==================== block 1
Fig. 1: block 1, wire density map
The bar under the picture is 50 um long. The die is cut into 26 by 24 equal tiles; dark blue is low, red is high, scaled to the fullest tile. Values are wire area over tile area, all layers added.
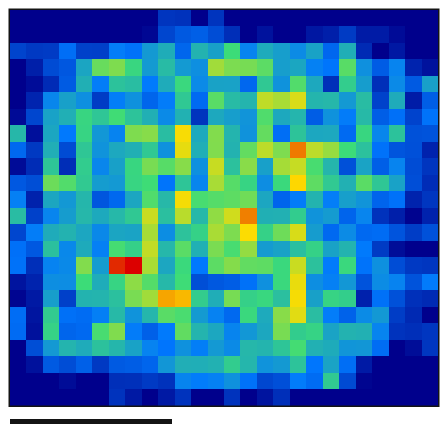

### config.mk
export PLATFORM = sky130hd
export DESIGN_NAME = sk_subtractor_pipe
export DESIGN_NICKNAME = d
export VERILOG_FILES = /design/src/rtl/sk_subtractor_pipe.sv
export SDC_FILE = /design/constraint.sdc
export NUM_CORES = 1
export LEC_CHECK = 0
export CORE_AREA = 3 3 129 119
export CTS_BUF_LIST = sky130_fd_sc_hd__clkbuf_4
export DETAILED_ROUTE_END_ITERATION = 10
export DIE_AREA = 0 0 132 122
export PLACE_DENSITY = 0.75
export SLEW_MARGIN = 15
export SYNTH_ARGS = -nofsm -noshare
export SYNTH_HDL_FRONTEND = slang
export SYNTH_SLANG_ARGS = --single-unit
### constraint.sdc
create_clock -name clk -period 1.7 [get_ports clk]
set_input_delay 0.34 -clock clk [delete_from_list [all_inputs] [get_ports clk]]
set_output_delay 0.34 -clock clk [all_outputs]
set_load 0.005 [all_outputs]
### src/rtl/sk_subtractor_pipe.sv
// Pipelined Sklansky prefix subtractor: diff = A - B - bin, bout = borrow-out, valid/ready with full stall.
// Define SK_SUB_OVF_EN to add the signed-overflow output ovf.
module sk_subtractor_pipe #(
    parameter int unsigned W     = 16,
    parameter int unsigned LOG2W = 4
) (
    input  logic         clk,
    input  logic         rst,
    input  logic         in_valid,
    output logic         in_ready,
    input  logic [W-1:0] A,
    input  logic [W-1:0] B,
    input  logic         bin,
    output logic         out_valid,
    input  logic         out_ready,
    output logic [W-1:0] diff,
    output logic         bout
`ifdef SK_SUB_OVF_EN
    ,
    output logic         ovf
`endif
);

    logic                  en;
    logic [LOG2W:0][W-1:0] g_q, p_q, hp_q;
    logic [LOG2W:0]        c0_q, v_q;
    logic [LOG2W:1][W-1:0] g_d, p_d;
    logic [W-1:0]          nb, g0_d, p0_d, diff_d;
    logic                  c0_d, bout_d;
    logic                  unused_p;

    assign en       = !out_valid || out_ready;
    assign in_ready = en;

    // Subtract as A + ~B + ~bin; the carry-in is folded into bit 0's generate.
    always_comb begin
        nb      = ~B;
        c0_d    = ~bin;
        p0_d    = A ^ nb;
        g0_d    = A & nb;
        g0_d[0] = (A[0] & nb[0]) | (c0_d & (A[0] | nb[0]));
    end

    for (genvar k = 1; k <= LOG2W; k++) begin : g_lvl
        for (genvar i = 0; i < W; i++) begin : g_bit
            if (((i >> (k - 1)) % 2) == 1) begin : g_comb
                localparam int unsigned J = ((i >> k) << k) + (1 << (k - 1)) - 1;
                assign g_d[k][i] = g_q[k-1][i] | (p_q[k-1][i] & g_q[k-1][J]);
                assign p_d[k][i] = p_q[k-1][i] & p_q[k-1][J];
            end else begin : g_pass
                assign g_d[k][i] = g_q[k-1][i];
                assign p_d[k][i] = p_q[k-1][i];
            end
        end
    end

    // Group propagate of the last level is never consumed.
    assign unused_p = ^p_q[LOG2W];

    assign diff_d = hp_q[LOG2W] ^ {g_q[LOG2W][W-2:0], c0_q[LOG2W]};
    assign bout_d = ~g_q[LOG2W][W-1];

    always_ff @(posedge clk) begin
        if (rst) begin
            g_q       <= '0;
            p_q       <= '0;
            hp_q      <= '0;
            c0_q      <= '0;
            v_q       <= '0;
            out_valid <= 1'b0;
            diff      <= '0;
            bout      <= 1'b0;
        end else if (en) begin
            g_q[0]  <= g0_d;
            p_q[0]  <= p0_d;
            hp_q[0] <= p0_d;
            c0_q[0] <= c0_d;
            v_q[0]  <= in_valid;
            for (int k = 1; k <= int'(LOG2W); k++) begin
                g_q[k]  <= g_d[k];
                p_q[k]  <= p_d[k];
                hp_q[k] <= hp_q[k-1];
                c0_q[k] <= c0_q[k-1];
                v_q[k]  <= v_q[k-1];
            end
            out_valid <= v_q[LOG2W];
            diff      <= diff_d;
            bout      <= bout_d;
        end
    end

`ifdef SK_SUB_OVF_EN
    logic [LOG2W:0] as_q, bs_q;

    // Operand sign bits ride alongside the prefix tree for the overflow term.
    always_ff @(posedge clk) begin
        if (rst) begin
            as_q <= '0;
            bs_q <= '0;
            ovf  <= 1'b0;
        end else if (en) begin
            as_q <= {as_q[LOG2W-1:0], A[W-1]};
            bs_q <= {bs_q[LOG2W-1:0], B[W-1]};
            ovf  <= (as_q[LOG2W] ^ bs_q[LOG2W]) & (as_q[LOG2W] ^ diff_d[W-1]);
        end
    end
`endif

endmodule

==================== block 2
File: src/rtl/digit_serial_mac.sv
// ============================================================================
// Module   : digit_serial_mac
// Function : Digit-serial multiply-accumulate. Consumes b two bits per cycle
//            (LSB digit first) with Baugh-Wooley sign handling on the top
//            digit. Optional macro SATURATE_EN clamps the final accumulate.
// Revision : 1.0 - initial release
// ============================================================================
`default_nettype none

module digit_serial_mac #(
    parameter int WIDTH     = 8,
    parameter int ACC_WIDTH = 32
) (
    input  logic                 clk,
    input  logic                 rst,
    input  logic                 in_valid,
    output logic                 in_ready,
    input  logic [WIDTH-1:0]     a,
    input  logic [WIDTH-1:0]     b,
    input  logic                 signed_mode,
    input  logic                 acc_clear,
    output logic                 out_valid,
    input  logic                 out_ready,
    output logic [ACC_WIDTH-1:0] result
);

    localparam int DIGITS = WIDTH / 2;
    localparam int PW     = 2 * WIDTH;
    localparam int CNT_W  = (DIGITS > 1) ? $clog2(DIGITS) : 1;

    localparam logic [CNT_W-1:0] c_lastDigit = CNT_W'(DIGITS - 1);

    typedef enum logic [1:0] {
        IDLE = 2'd0,
        RUN  = 2'd1,
        DONE = 2'd2
    } state_t;

    state_t r_state;
    state_t w_nextState;

    logic [WIDTH-1:0]     r_a;
    logic [WIDTH-1:0]     r_b;
    logic                 r_signed;
    logic                 r_clear;
    logic [PW-1:0]        r_product;
    logic [CNT_W-1:0]     r_cnt;
    logic [ACC_WIDTH-1:0] r_acc;

    logic                 w_lastDigit;
    logic                 w_digitNeg;
    logic [PW-1:0]        w_aExt;
    logic [PW-1:0]        w_digitExt;
    logic [PW-1:0]        w_pp;
    logic [PW-1:0]        w_term;
    logic [PW-1:0]        w_prodNext;
    logic [ACC_WIDTH-1:0] w_base;
    logic [ACC_WIDTH-1:0] w_prodExt;
    logic [ACC_WIDTH-1:0] w_nextAcc;

    // ------------------------------------------------------------------
    // Control FSM
    // ------------------------------------------------------------------
    always_ff @(posedge clk or posedge rst) begin
        if (rst) begin
            r_state <= IDLE;
        end else begin
            r_state <= w_nextState;
        end
    end

    always_comb begin
        w_nextState = r_state;
        in_ready    = 1'b0;
        out_valid   = 1'b0;
        case (r_state)
            IDLE: begin
                in_ready = 1'b1;
                if (in_valid) begin
                    w_nextState = RUN;
                end
            end
            RUN: begin
                if (w_lastDigit) begin
                    w_nextState = DONE;
                end
            end
            DONE: begin
                out_valid = 1'b1;
                if (out_ready) begin
                    w_nextState = IDLE;
                end
            end
            default: begin
                w_nextState = IDLE;
            end
        endcase
    end

    // ------------------------------------------------------------------
    // Partial product: r_b shifts right each cycle so the current digit is
    // always in r_b[1:0]; only the top digit is negative-weighted.
    // ------------------------------------------------------------------
    assign w_lastDigit = (r_cnt == c_lastDigit);
    assign w_digitNeg  = r_signed & w_lastDigit & r_b[1];
    assign w_aExt      = r_signed ? {{WIDTH{r_a[WIDTH-1]}}, r_a} : {{WIDTH{1'b0}}, r_a};
    assign w_digitExt  = {{(PW-2){w_digitNeg}}, r_b[1:0]};
    assign w_pp        = w_aExt * w_digitExt;
    assign w_term      = w_pp << {r_cnt, 1'b0};
    assign w_prodNext  = r_product + w_term;

    assign w_base    = r_clear ? '0 : r_acc;
    assign w_prodExt = r_signed ? ACC_WIDTH'($signed(w_prodNext)) : ACC_WIDTH'(w_prodNext);

`ifdef SATURATE_EN
    logic [ACC_WIDTH:0] w_sum;

    // One guard bit: carry-out flags unsigned overflow, a guard/MSB mismatch
    // flags signed overflow.
    always_comb begin
        w_sum = {r_signed & w_base[ACC_WIDTH-1], w_base}
              + {r_signed & w_prodExt[ACC_WIDTH-1], w_prodExt};
        if (!r_signed) begin
            w_nextAcc = w_sum[ACC_WIDTH] ? '1 : w_sum[ACC_WIDTH-1:0];
        end else if (w_sum[ACC_WIDTH] != w_sum[ACC_WIDTH-1]) begin
            w_nextAcc = w_sum[ACC_WIDTH] ? {1'b1, {(ACC_WIDTH-1){1'b0}}}
                                         : {1'b0, {(ACC_WIDTH-1){1'b1}}};
        end else begin
            w_nextAcc = w_sum[ACC_WIDTH-1:0];
        end
    end
`else
    assign w_nextAcc = w_base + w_prodExt;
`endif

    // ------------------------------------------------------------------
    // Datapath registers
    // ------------------------------------------------------------------
    always_ff @(posedge clk or posedge rst) begin
        if (rst) begin
            r_a       <= '0;
            r_b       <= '0;
            r_signed  <= 1'b0;
            r_clear   <= 1'b0;
            r_product <= '0;
            r_cnt     <= '0;
            r_acc     <= '0;
        end else begin
            case (r_state)
                IDLE: begin
                    if (in_valid) begin
                        r_a       <= a;
                        r_b       <= b;
                        r_signed  <= signed_mode;
                        r_clear   <= acc_clear;
                        r_product <= '0;
                        r_cnt     <= '0;
                    end
                end
                RUN: begin
                    r_product <= w_prodNext;
                    r_b       <= r_b >> 2;
                    r_cnt     <= r_cnt + 1'b1;
                    if (w_lastDigit) begin
                        r_acc <= w_nextAcc;
                    end
                end
                default: begin
                end
            endcase
        end
    end

    assign result = r_acc;

endmodule

`default_nettype wire

File: config.mk
export PLATFORM = sky130hd
export DESIGN_NAME = digit_serial_mac
export DESIGN_NICKNAME = d
export VERILOG_FILES = /design/src/rtl/digit_serial_mac.sv
export SDC_FILE = /design/constraint.sdc
export NUM_CORES = 1
export LEC_CHECK = 0
export CORE_MARGIN = 1
export CORE_UTILIZATION = 54
export DETAILED_ROUTE_END_ITERATION = 12
export HOLD_SLACK_MARGIN = 0.05
export PLACE_DENSITY_LB_ADDON = 0.3
export SYNTH_ARGS = -nofsm -noshare
export SYNTH_HDL_FRONTEND = slang
export SYNTH_SLANG_ARGS = --single-unit
File: constraint.sdc
create_clock -name clk -period 8.2 [get_ports clk]
set_input_delay 2.46 -clock clk [delete_from_list [all_inputs] [get_ports clk]]
set_output_delay 2.46 -clock clk [all_outputs]
set_load 0.01 [all_outputs]
==================== block 3
--- config.mk ---
export PLATFORM = sky130hd
export DESIGN_NAME = dmem_arbiter
export DESIGN_NICKNAME = d
export VERILOG_FILES = /design/src/rtl/dmem_arbiter_pkg.sv /design/src/rtl/dmem_arbiter_rr_pick.sv /design/src/rtl/dmem_arbiter.sv
export SDC_FILE = /design/constraint.sdc
export NUM_CORES = 1
export LEC_CHECK = 0
export ABC_CLOCK_PERIOD_IN_PS = 3200
export CAP_MARGIN = 25
export CORE_MARGIN = 4
export CORE_UTILIZATION = 35
export DETAILED_ROUTE_END_ITERATION = 6
export PLACE_DENSITY = 0.71
export SYNTH_ARGS = -nofsm -noshare
export SYNTH_HDL_FRONTEND = slang
export SYNTH_HIERARCHICAL = 1
export SYNTH_SLANG_ARGS = --single-unit
export TNS_END_PERCENT = 100
--- constraint.sdc ---
create_clock -name Clk -period 3.2 [get_ports Clk]
set_input_delay 0.64 -clock Clk [delete_from_list [all_inputs] [get_ports Clk]]
set_output_delay 0.64 -clock Clk [all_outputs]
set_load 0.01 [all_outputs]
--- src/rtl/dmem_arbiter_pkg.sv ---
// rtl/dmem_arbiter_pkg.sv - shared types and constants for the data-memory arbiter
// Purpose: FSM state encoding and core-index sizing shared by the arbiter and its
//          round-robin picker. No ports.
package dmem_arbiter_pkg;

  localparam int CORE_ID_W = 3;
  localparam int MAX_CORES = 8;

  typedef enum logic [1:0] {
    ST_IDLE   = 2'd0,
    ST_ACCESS = 2'd1,
    ST_DONE   = 2'd2
  } state_t;

endpackage

--- src/rtl/dmem_arbiter_rr_pick.sv ---
// rtl/dmem_arbiter_rr_pick.sv - combinational rotate-priority encoder
// Purpose: returns the first requesting core found searching upward from ptr,
//          wrapping CORES-1 -> 0.
// Ports:
//   req   in  CORES      request vector
//   ptr   in  CORE_ID_W  highest-priority core index (must be < CORES)
//   valid out 1          any request present
//   idx   out CORE_ID_W  winning core index (0 when no request)
import dmem_arbiter_pkg::*;

module dmem_arbiter_rr_pick #(
  parameter int CORES = 4
) (
  input  logic [CORES-1:0]     req,
  input  logic [CORE_ID_W-1:0] ptr,
  output logic                 valid,
  output logic [CORE_ID_W-1:0] idx
);

  logic [MAX_CORES-1:0] req_ext;
  logic [CORE_ID_W:0]   cand;

  // Walk offsets from farthest to nearest so the nearest requester, which is
  // assigned last, ends up as the winner.
  always_comb begin
    req_ext = MAX_CORES'(req);
    valid   = |req;
    idx     = '0;
    cand    = '0;
    for (int off = CORES - 1; off >= 0; off--) begin
      cand = {1'b0, ptr} + (CORE_ID_W + 1)'(off);
      if (cand >= (CORE_ID_W + 1)'(CORES)) begin
        cand = cand - (CORE_ID_W + 1)'(CORES);
      end
      if (req_ext[cand[CORE_ID_W-1:0]]) begin
        idx = cand[CORE_ID_W-1:0];
      end
    end
  end

endmodule

--- src/rtl/dmem_arbiter.sv ---
// rtl/dmem_arbiter.sv - round-robin front end sharing one single-port data RAM
// Purpose: serialises per-core requests onto one RAM; each transaction takes
//          IDLE -> ACCESS -> DONE (3 cycles).
// Ports:
//   Clk, Rst_n   clock, asynchronous active-low reset
//   core_req     in  CORES        per-core request, held until core_done
//   core_we      in  CORES        per-core write select
//   core_addr    in  CORES*WIDTH  per-core address, core i at [i*WIDTH +: WIDTH]
//   core_wdata   in  CORES*WIDTH  per-core write data, same packing
//   core_done    out CORES        one-cycle completion pulse to the served core
//   core_rdata   out WIDTH        read data, valid while core_done pulses for a read
//   mem_en/we/addr/wdata out      RAM access, non-zero only in ACCESS
//   mem_rdata    in  WIDTH        RAM read data, valid the cycle after mem_en
import dmem_arbiter_pkg::*;

module dmem_arbiter #(
  parameter int WIDTH = 8,
  parameter int CORES = 4
) (
  input  logic                   Clk,
  input  logic                   Rst_n,
  input  logic [CORES-1:0]       core_req,
  input  logic [CORES-1:0]       core_we,
  input  logic [CORES*WIDTH-1:0] core_addr,
  input  logic [CORES*WIDTH-1:0] core_wdata,
  output logic [CORES-1:0]       core_done,
  output logic [WIDTH-1:0]       core_rdata,
  output logic                   mem_en,
  output logic                   mem_we,
  output logic [WIDTH-1:0]       mem_addr,
  output logic [WIDTH-1:0]       mem_wdata,
  input  logic [WIDTH-1:0]       mem_rdata
);

  state_t               state, state_nxt;
  logic [CORE_ID_W-1:0] rr_ptr;
  logic [CORE_ID_W-1:0] idx;
  logic                 lat_we;
  logic [WIDTH-1:0]     lat_addr;
  logic [WIDTH-1:0]     lat_wdata;
  logic [WIDTH-1:0]     rdata_q;
  logic                 pick_valid;
  logic [CORE_ID_W-1:0] pick_idx;
  logic                 grant;

  dmem_arbiter_rr_pick #(.CORES(CORES)) u_pick (
    .req   (core_req),
    .ptr   (rr_ptr),
    .valid (pick_valid),
    .idx   (pick_idx)
  );

  assign grant = (state == ST_IDLE) && pick_valid;

  always_ff @(posedge Clk or negedge Rst_n) begin
    if (!Rst_n) begin
      state <= ST_IDLE;
    end else begin
      state <= state_nxt;
    end
  end

  // RAM strobes are decoded from state so an asynchronous reset removes
  // mem_en immediately. core_rdata passes mem_rdata through during a read
  // DONE so it is valid alongside core_done, and is held from rdata_q after.
  always_comb begin
    state_nxt  = state;
    mem_en     = 1'b0;
    mem_we     = 1'b0;
    mem_addr   = '0;
    mem_wdata  = '0;
    core_done  = '0;
    core_rdata = rdata_q;
    case (state)
      ST_IDLE: begin
        if (pick_valid) begin
          state_nxt = ST_ACCESS;
        end
      end
      ST_ACCESS: begin
        mem_en    = 1'b1;
        mem_we    = lat_we;
        mem_addr  = lat_addr;
        mem_wdata = lat_wdata;
        state_nxt = ST_DONE;
      end
      ST_DONE: begin
        for (int i = 0; i < CORES; i++) begin
          core_done[i] = (idx == CORE_ID_W'(i));
        end
        if (!lat_we) begin
          core_rdata = mem_rdata;
        end
        state_nxt = ST_IDLE;
      end
      default: state_nxt = ST_IDLE;
    endcase
  end

  always_ff @(posedge Clk or negedge Rst_n) begin
    if (!Rst_n) begin
      rr_ptr    <= '0;
      idx       <= '0;
      lat_we    <= 1'b0;
      lat_addr  <= '0;
      lat_wdata <= '0;
      rdata_q   <= '0;
    end else begin
      // The whole request is captured at grant so a core may drop core_req
      // afterwards without affecting the access.
      if (grant) begin
        idx <= pick_idx;
        for (int i = 0; i < CORES; i++) begin
          if (pick_idx == CORE_ID_W'(i)) begin
            lat_we    <= core_we[i];
            lat_addr  <= core_addr[i*WIDTH +: WIDTH];
            lat_wdata <= core_wdata[i*WIDTH +: WIDTH];
          end
        end
      end
      if (state == ST_DONE) begin
        rr_ptr <= (idx == CORE_ID_W'(CORES - 1)) ? '0 : idx + CORE_ID_W'(1);
        if (!lat_we) begin
          rdata_q <= mem_rdata;
        end
      end
    end
  end

endmodule
==================== block 4
`src/rtl/dsp_sys_pkg.sv`:
```
// Shared types and constants for the DSP system memory path.
package dsp_sys_pkg;

  typedef enum logic [1:0] {
    IDLE = 2'd0,
    WAIT = 2'd1,
    DONE = 2'd2
  } arb_state_t;

  localparam int MEM_ADDR_W             = 32;
  localparam int MEM_DATA_W             = 32;
  localparam int DEFAULT_TIMEOUT_CYCLES = 1024;

  // Counter that sticks at its maximum instead of wrapping.
  function automatic logic [7:0] sat_inc8(input logic [7:0] value);
    return (value == 8'hFF) ? value : value + 8'd1;
  endfunction

endpackage

```
`src/rtl/mem_arbiter_rr_arbiter.sv`:
```
// Combinational round-robin pick: the first active requester after last_grant wins.
module rr_arbiter #(
  parameter int NUM_REQ = 3
) (
  input  logic [NUM_REQ-1:0] req,
  input  logic [2:0]         last_grant,
  output logic [NUM_REQ-1:0] grant_onehot,
  output logic [2:0]         grant_idx,
  output logic               any_req
);

  logic found;

  always_comb begin
    found     = 1'b0;
    grant_idx = '0;
    any_req   = |req;
    for (int k = 1; k <= NUM_REQ; k++) begin
      for (int i = 0; i < NUM_REQ; i++) begin
        if (!found && req[i] && ((int'(last_grant) + k) % NUM_REQ) == i) begin
          found     = 1'b1;
          grant_idx = 3'(i);
        end
      end
    end
  end

  for (genvar gi = 0; gi < NUM_REQ; gi++) begin : g_onehot
    assign grant_onehot[gi] = any_req && (grant_idx == 3'(gi));
  end

endmodule

```
`src/rtl/mem_arbiter.sv`:
```
// Serialises NUM_REQ requesters onto the single memory request port,
// with a response timeout so a stalled controller cannot hang a requester.
module mem_arbiter
  import dsp_sys_pkg::*;
#(
  parameter int NUM_REQ        = 3,
  parameter int ADDR_W         = MEM_ADDR_W,
  parameter int DATA_W         = MEM_DATA_W,
  parameter int TIMEOUT_CYCLES = DEFAULT_TIMEOUT_CYCLES
) (
  input  logic                       clk_sys,
  input  logic                       reset,
  input  logic [NUM_REQ-1:0]         req_valid,
  input  logic [NUM_REQ-1:0]         req_we,
  input  logic [NUM_REQ*ADDR_W-1:0]  req_addr,
  input  logic [NUM_REQ*DATA_W-1:0]  req_wdata,
  output logic [NUM_REQ-1:0]         req_ack,
  output logic                       req_err,
  output logic [DATA_W-1:0]          req_rdata,
  output logic                       mem_req,
  output logic                       mem_we,
  output logic [ADDR_W-1:0]          mem_addr,
  output logic [DATA_W-1:0]          mem_wdata,
  input  logic                       mem_ack,
  input  logic [DATA_W-1:0]          mem_rdata,
  output logic                       busy,
  output logic [2:0]                 grant_id,
  output logic [7:0]                 timeout_count
);

  localparam int TIMER_W = $clog2(TIMEOUT_CYCLES);
  localparam logic [TIMER_W-1:0] TIMER_LAST = TIMER_W'(TIMEOUT_CYCLES - 1);

  arb_state_t           state_reg;
  logic [TIMER_W-1:0]   timer_reg;
  logic [2:0]           last_grant_reg;
  logic [NUM_REQ-1:0]   grant_oh_reg;
  logic [NUM_REQ-1:0]   req_ack_reg;
  logic                 req_err_reg;
  logic [DATA_W-1:0]    req_rdata_reg;
  logic                 mem_req_reg;
  logic                 mem_we_reg;
  logic [ADDR_W-1:0]    mem_addr_reg;
  logic [DATA_W-1:0]    mem_wdata_reg;
  logic                 busy_reg;
  logic [2:0]           grant_id_reg;
  logic [7:0]           timeout_count_reg;

  logic [NUM_REQ-1:0]   pick_oh;
  logic [2:0]           pick_idx;
  logic                 any_req;

  logic [ADDR_W-1:0]    addr_arr  [NUM_REQ];
  logic [DATA_W-1:0]    wdata_arr [NUM_REQ];
  logic                 sel_we;
  logic [ADDR_W-1:0]    sel_addr;
  logic [DATA_W-1:0]    sel_wdata;

  rr_arbiter #(.NUM_REQ(NUM_REQ)) u_rr (
    .req          (req_valid),
    .last_grant   (last_grant_reg),
    .grant_onehot (pick_oh),
    .grant_idx    (pick_idx),
    .any_req      (any_req)
  );

  for (genvar gi = 0; gi < NUM_REQ; gi++) begin : g_unpack
    assign addr_arr[gi]  = req_addr[gi*ADDR_W +: ADDR_W];
    assign wdata_arr[gi] = req_wdata[gi*DATA_W +: DATA_W];
  end

  always_comb begin
    sel_we    = 1'b0;
    sel_addr  = '0;
    sel_wdata = '0;
    for (int i = 0; i < NUM_REQ; i++) begin
      if (pick_idx == 3'(i)) begin
        sel_we    = req_we[i];
        sel_addr  = addr_arr[i];
        sel_wdata = wdata_arr[i];
      end
    end
  end

  always_ff @(posedge clk_sys) begin
    if (reset) begin
      state_reg         <= IDLE;
      timer_reg         <= '0;
      last_grant_reg    <= 3'(NUM_REQ - 1);
      grant_oh_reg      <= '0;
      req_ack_reg       <= '0;
      req_err_reg       <= 1'b0;
      req_rdata_reg     <= '0;
      mem_req_reg       <= 1'b0;
      mem_we_reg        <= 1'b0;
      mem_addr_reg      <= '0;
      mem_wdata_reg     <= '0;
      busy_reg          <= 1'b0;
      grant_id_reg      <= '0;
      timeout_count_reg <= '0;
    end else begin
      case (state_reg)
        IDLE: begin
          if (any_req) begin
            mem_req_reg    <= 1'b1;
            mem_we_reg     <= sel_we;
            mem_addr_reg   <= sel_addr;
            mem_wdata_reg  <= sel_wdata;
            grant_id_reg   <= pick_idx;
            last_grant_reg <= pick_idx;
            grant_oh_reg   <= pick_oh;
            timer_reg      <= '0;
            busy_reg       <= 1'b1;
            state_reg      <= WAIT;
          end
        end
        WAIT: begin
          timer_reg <= timer_reg + TIMER_W'(1);
          // A late ack on the final timer cycle still counts as success.
          if (mem_ack) begin
            mem_req_reg   <= 1'b0;
            req_ack_reg   <= grant_oh_reg;
            req_rdata_reg <= mem_rdata;
            req_err_reg   <= 1'b0;
            state_reg     <= DONE;
          end else if (timer_reg == TIMER_LAST) begin
            mem_req_reg       <= 1'b0;
            req_ack_reg       <= grant_oh_reg;
            req_rdata_reg     <= '0;
            req_err_reg       <= 1'b1;
            timeout_count_reg <= sat_inc8(timeout_count_reg);
            state_reg         <= DONE;
          end
        end
        DONE: begin
          req_ack_reg <= '0;
          req_err_reg <= 1'b0;
          busy_reg    <= 1'b0;
          state_reg   <= IDLE;
        end
        default: state_reg <= IDLE;
      endcase
    end
  end

  assign req_ack       = req_ack_reg;
  assign req_err       = req_err_reg;
  assign req_rdata     = req_rdata_reg;
  assign mem_req       = mem_req_reg;
  assign mem_we        = mem_we_reg;
  assign mem_addr      = mem_addr_reg;
  assign mem_wdata     = mem_wdata_reg;
  assign busy          = busy_reg;
  assign grant_id      = grant_id_reg;
  assign timeout_count = timeout_count_reg;

endmodule

```
`config.mk`:
```
export PLATFORM = sky130hd
export DESIGN_NAME = mem_arbiter
export DESIGN_NICKNAME = d
export VERILOG_FILES = /design/src/rtl/dsp_sys_pkg.sv /design/src/rtl/mem_arbiter_rr_arbiter.sv /design/src/rtl/mem_arbiter.sv
export SDC_FILE = /design/constraint.sdc
export NUM_CORES = 1
export LEC_CHECK = 0
export ABC_AREA = 1
export CORE_AREA = 2 2 135 137
export DETAILED_ROUTE_END_ITERATION = 8
export DIE_AREA = 0 0 137 139
export DONT_BUFFER_PORTS = 1
export PLACE_DENSITY_LB_ADDON = 0.12
export SETUP_SLACK_MARGIN = 0.3
export SYNTH_ARGS = -nofsm -noshare
export SYNTH_HDL_FRONTEND = slang
export SYNTH_SLANG_ARGS = --single-unit
```
`constraint.sdc`:
```
create_clock -name clk_sys -period 2.1 [get_ports clk_sys]
set_clock_uncertainty 0.05 [all_clocks]
set_input_delay 0.525 -clock clk_sys [delete_from_list [all_inputs] [get_ports clk_sys]]
set_output_delay 0.525 -clock clk_sys [all_outputs]
set_load 0.02 [all_outputs]
```

==> layout pictures side by side <==
Sequential cells grouped by signal name.
image #1
The bar under the picture is 50 um long.
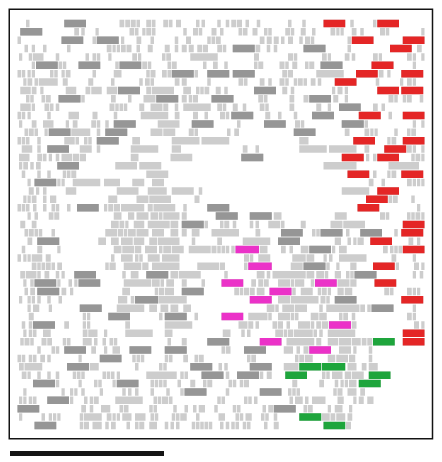
image #2
The bar under the picture is 20 um long.
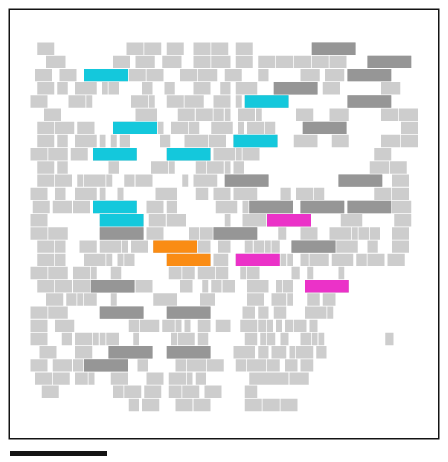
image #3
The bar under the picture is 20 um long.
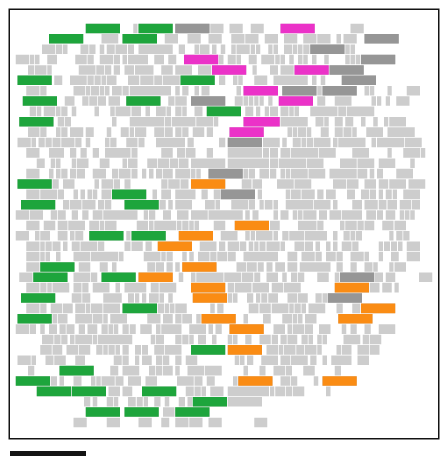
image #4
The bar under the picture is 50 um long.
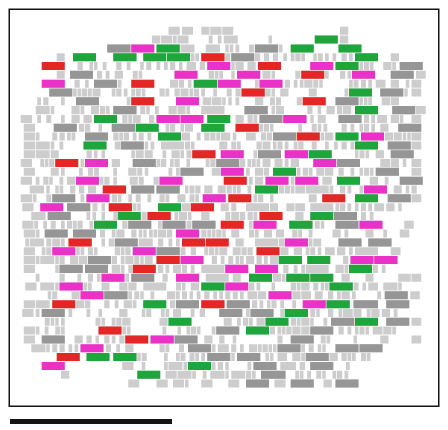
Image #4 is block 1.
Image #3 is block 2.
Image #2 is block 3.
Image #1 is block 4.

Fig. 2: block 4, wire density map
The bar under the picture is 50 um long. The die is cut into 27 by 28 equal tiles; dark blue is low, red is high, scaled to the fullest tile. Values are wire area over tile area, all layers added.
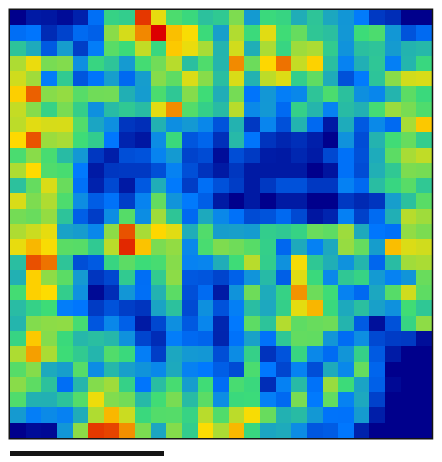
tiles over half the peak = 32%
mean over tiles = 0.20
nearly empty tiles = 4.0%
fullest tile = 0.52
average wire per standard cell: 17.69 um
GRT Overall Usage: 23.15%
Via Count: 6,750
WL final: 23.13 mm

==> changes_impl.md, block 4 <==
### Changed

- Status: finished clean
- Worst path slowest cell: dfxtp_2
- Nets: roughly 1.3k
- HPWL Detailed: 15.17 mm
- Signal buffers: 79
- Mapped cell area: roughly 0.0067 mm^2
- Hold depth: 1
- Sequential portion of the cell area: between 30 and 40%
- Hold Crit Endpoint: timeout_count[4]
- Clock tree buffer depth: 2
- Final worst path period need: between 1500 and 2000 ps
- Number of synthesis warnings: 0
- Largest net degree at the start of global routing: 104
- Met1 Use GR: between 20% and 30%
- Met3 GRT Util: between 8 and 9%
- Final Hold Viols: 0
- Highest Clock Rate: approximately 0.5 GHz
- Layout cells sized above 1: between 10% and 20%
- Gr busiest metal: met2
- Pre-CTS setup slack: -340.1 ps
-- block 4: cell usage after synthesis (all sizes together) --
cell type  number
a211oi          3
a21oi         111
a221oi          2
buf            42
clkbuf         23
conb            1
dfxtp         129
ha              4
inv            96
nand2         303
nand3         131
nand4          10
nor2          144
nor3            1
o211ai          2
o21ai          24
or2             1
xnor2           3
xor2            1
-- block 4: worst max-delay path: cells and delay by family (launching register included) --
| kind | cells | cell delay (ps) |
|---|---|---|
| adder cells (fa/ha/maj) | 1 | 250 |
| buffers and inverters | 3 | 370 |
| flip-flops | 1 | 330 |
| AND/OR/NAND/NOR | 9 | 890 |
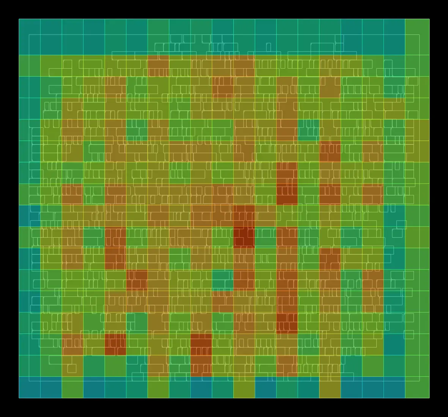
Fig. 3. Congestion heat map (block 1).
gr busiest metal: met2
GRT met2 Usage: 28.17%

About Fig. 1:
fullest tile = 0.50
nearly empty tiles = 14%
tiles over half the peak = 15%
densest ninth of the die = centre
mean over tiles = 0.15
GRT Overall Usage: 18.73%
Via Count: 6,179

==> changes_impl.md, block 1 <==
### Changed

- Tap cell count: 193
- Max Cap Viol: 0
- Ant diodes: 0
- Most flops, register: hp_q
- Flops after synth: about 210
- Worst path slowest cell: dfxtp_2
- Total negative setup slack: 0 ps
- Reg clk slew, reported paths: approximately 60 ps
- Clk sinks: 211
- Critical path class: reg2out
- Met1 Use GR: roughly a quarter
- Util after Layout: approximately two thirds
- Slew headroom: a little under three quarters
- Comb gate area: 0.003136 mm^2
- Max-slew violations: 0
- Worst setup SP type: flip-flop
- Sequential portion of the cell area: ~46%
- Worst-Margin Slew: roughly 430 ps
- Hold WS: between 90 and 100 ps
- Root Buffer: clkbuf_4
- And+or+nand+nor area frac: between 20% and 30%
- Latency at later pin: ~630 ps
- Antenna Nets Post-Route: 0
- Multi-input combinational area share: between 30% and 40%
- CP max stage delay: around 320 ps
- Buffers added on ports: between 50 and 60
- EDFF count, synth: 0
- Critical path data required time: 1360 ps
- WL final: between 10 and 15 mm
- Buffer count from post-CTS setup fixing: 1
- Min-delay worst type: in2reg
- Cts hold-fix bufs: 0
- Logic family by area: simple AND/OR/NAND/NOR gates
- Tool Warnings: 29
- Status: finished clean
- CP Capture Type: output port
## block 1: cells in the final DEF (no fill, tap or decap), drive strengths merged
master         instances
nand2                301
dfxtp                211
a21oi                159
clkbuf                76
nor2                  54
a211oi                50
clkdlybuf4s50         35
nor3                  34
buf                   31
inv                   20
dlygate4sd2           18
nand3                 17
ha                    17
xnor2                 16
nor2b                  1
clkinv                 1
## block 1: kinds of logic (layout without fill, tap and decap cells)
group                    after synthesis  in the layout
AND-OR/OR-AND                        209            209
XOR/XNOR                              16             16
adder cells (fa/ha/maj)               17             17
buffers and inverters                 89            181
flip-flops                           211            211
AND/OR/NAND/NOR                      407            407
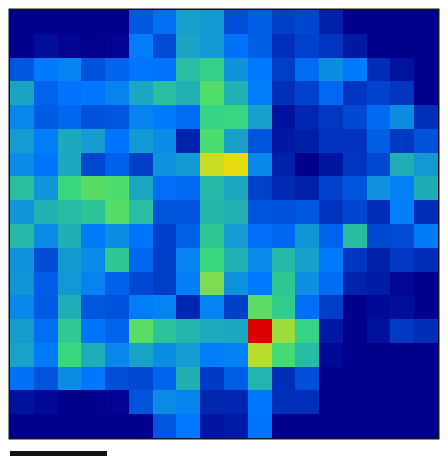
Fig. 4. Wire density map (block 3).
The bar under the picture is 20 um long. The die is cut into 18 by 18 equal tiles; dark blue is low, red is high, scaled to the fullest tile. Values are wire area over tile area, all layers added.
fullest tile = 0.62
tiles over half the peak = 4.3%
nearly empty tiles = 18%
mean over tiles = 0.13
densest ninth of the die = west
average wire per standard cell: 14.71 um
WL final: 6.135 mm

==> changes_impl.md, block 3 <==
### Changed

- Clk tree area frac: approximately 2.6%
- CP Capture Type: flip-flop
- Cell type with the largest total area: dfrtp_1
- Worst setup SP type: input port
- Comb gate area: ~0.0013 mm^2
- Fin crit share: 95.06%
- Pre-CTS setup slack: -117.2 ps
- HPWL Detailed: roughly 4.8 mm
- First-pass GRT wire length: a little under 10 mm
- Cell Type Count: about 41
- Placer congestion estimate: around 0.82
- Multiplexer share: between 10% and 20%
- Mapped cell area: 0.002252 mm^2
- Synth Instances: 231
- Post-synth ARST share: 100.0%
- Total negative setup slack: 0 ps
- Vias per inst: 4.950
- Vias in the first global route: 2,166
- CP max stage delay: 660 ps
- Adder share: around 3.3%
- Status: finished clean
- Cell Rows: 28
- Critical-path cell list: clkdlybuf4s50_1 > mux2i_4 > o32ai_1 > or3_1 > a211oi_2 > a22o_1 > or3b_2 > nor2_1 > o31ai_2
- CTS tree: done
- FF/Latch Area: between 800 and 900 um^2
- Post-route setup slack: between 150 and 200 ps
- Yosys stat cell total: ~230
block 3: critical path: cells and delay by family:
family / cells / cell delay [ps]
buffers and inverters: 1 / 500
AND-OR/OR-AND: 4 / 640
AND/OR/NAND/NOR: 3 / 1200
multiplexers: 1 / 210
block 3: routing by layer:
metal / global-route usage [%] / vias to the layer above / wire length, um
met5: 0 / - / 0
met4: 5.082 / 0 / 131
met3: 6.518 / 12 / 627
met2: 28.01 / 90 / 3034
met1: 17.93 / 933 / 2341
li1: - / 1029 / -
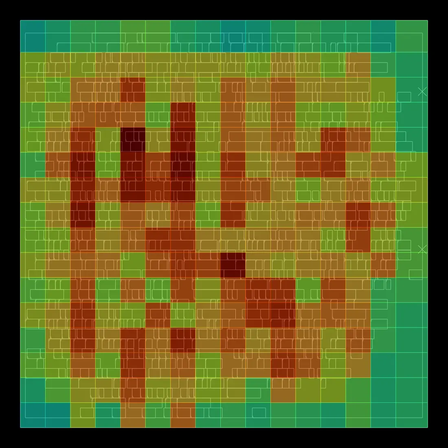
Fig. 5. Congestion heat map (block 2).
GRT Overall Usage: 27.31%
Util after Layout: 65.74%

==> changes_impl.md, block 2 <==
### Changed

- Cell Rows: 39
- Crit path depth: 35
- Metal2 WL: approximately 8.3 mm
- Setup slack, reg-to-reg: approximately 360 ps
- First-pass GRT wire length: 27.81 mm
- Via Count: just over 6k
- Signal buffers: 68
- Worst-Margin Slew: 1120 ps
- Sequential area share after synthesis: between 20% and 30%
- Failing checks: design-rule violations
- Final worst path period need: between 7000 and 8000 ps
- Layout Area Growth over Synthesis: 16.25%
- Non-CTS inverters: 32
- Cts hold-fix bufs: 0
- Cell area leaders: dfrtp_1 27%, ha_1 12%, nand2_1 8.1%, o21ai_0 4.6%, a21oi_1 4.5%
- Status: finished with violations
- DRC Markers: 2
- Min-delay worst type: reg2reg
- Worst path slowest cell: or4_4
- Fin crit share: a little over nine tenths
- Die W: 112.3 um
- CTS Buf Count: 9
- Reg-to-reg startpoint: r_cnt[0]
- Setup violations, final: 0
- Worst setup SP type: flip-flop
- Syn nets: 921
- Sequential portion of the cell area: approximately 23%
block 2: logic make-up (layout without fill, tap and decap cells):
kind of cell	Yosys count	after routing	synth area share (%)
multiplexers	9	9	1.581
adder cells (fa/ha/maj)	75	75	15.66
AND/OR/NAND/NOR	330	330	23.45
AND-OR/OR-AND	221	221	22.08
XOR/XNOR	45	45	6.249
flip-flops	70	70	26.67
buffers and inverters	74	116	4.305


==> notes/layouts.md <==
Pictures saved along the way, in no particular order.

Cells coloured by class.
shot_01.png
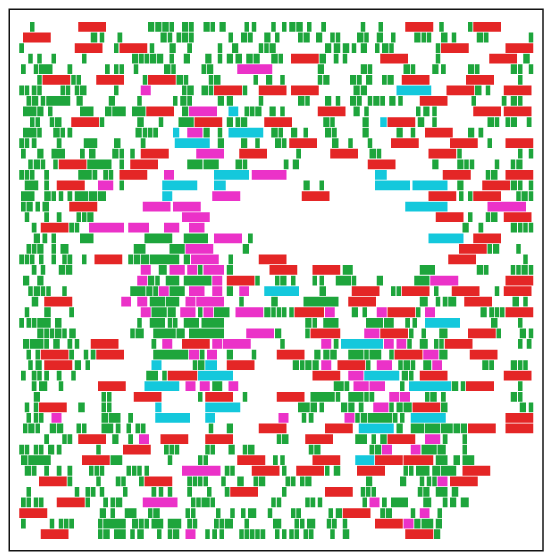
shot_02.png
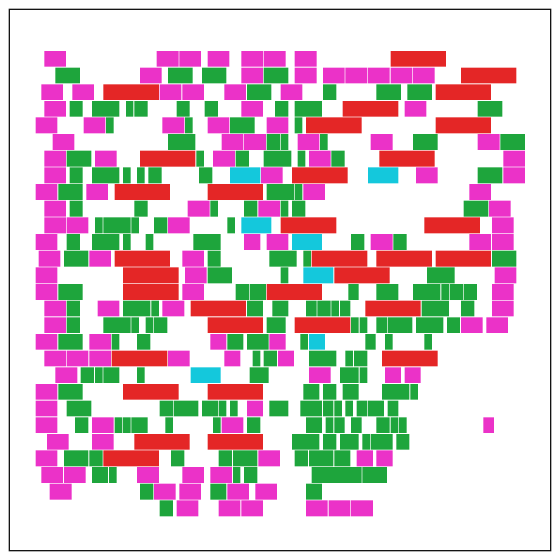
shot_03.png
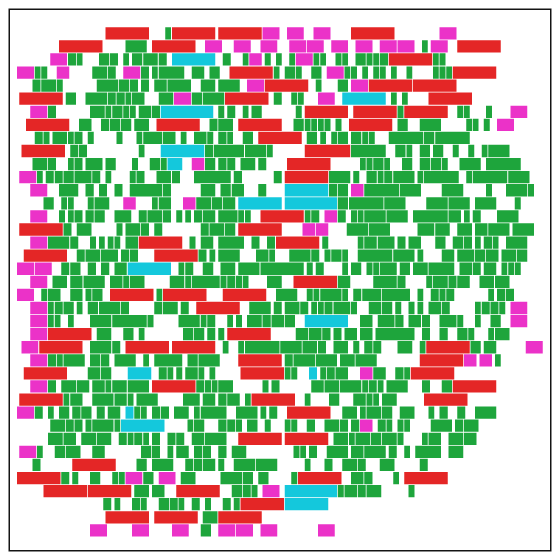
shot_04.png
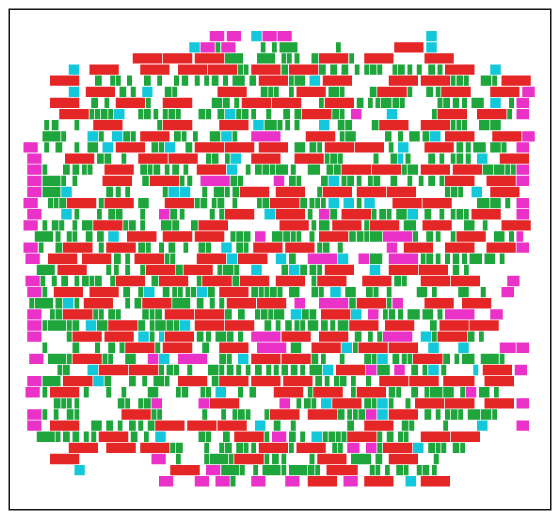
Block 4 is shot_01.png.
Block 3 is shot_02.png.
Block 2 is shot_03.png.
Block 1 is shot_04.png.
The one with the fewest cells is shot_02.png.


==> layout pictures side by side <==
Metal layers overlaid.
panel A
The bar under the picture is 20 um long.
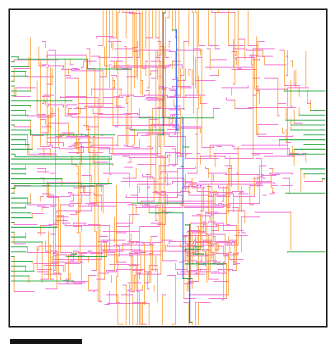
panel B
The bar under the picture is 50 um long.
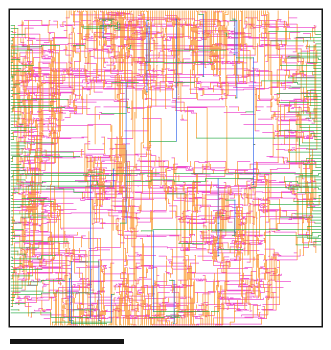
panel C
The bar under the picture is 50 um long.
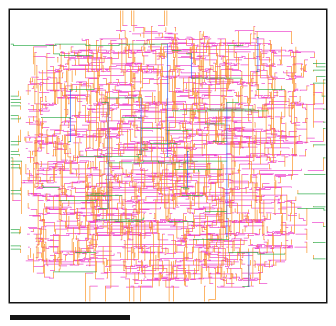
panel D
The bar under the picture is 20 um long.
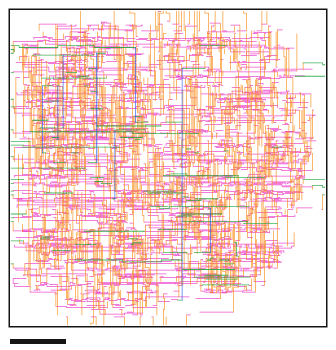
- largest die: panel B
- most wire: panel B
panel B -> block 4
panel A -> block 3
panel D -> block 2
panel C -> block 1

Key to panel B:
orange -> met2  # wire length 11,100 um
green -> met3  # wire length 2,120 um
blue -> met4  # wire length 560 um
magenta -> met1  # wire length 9,310 um

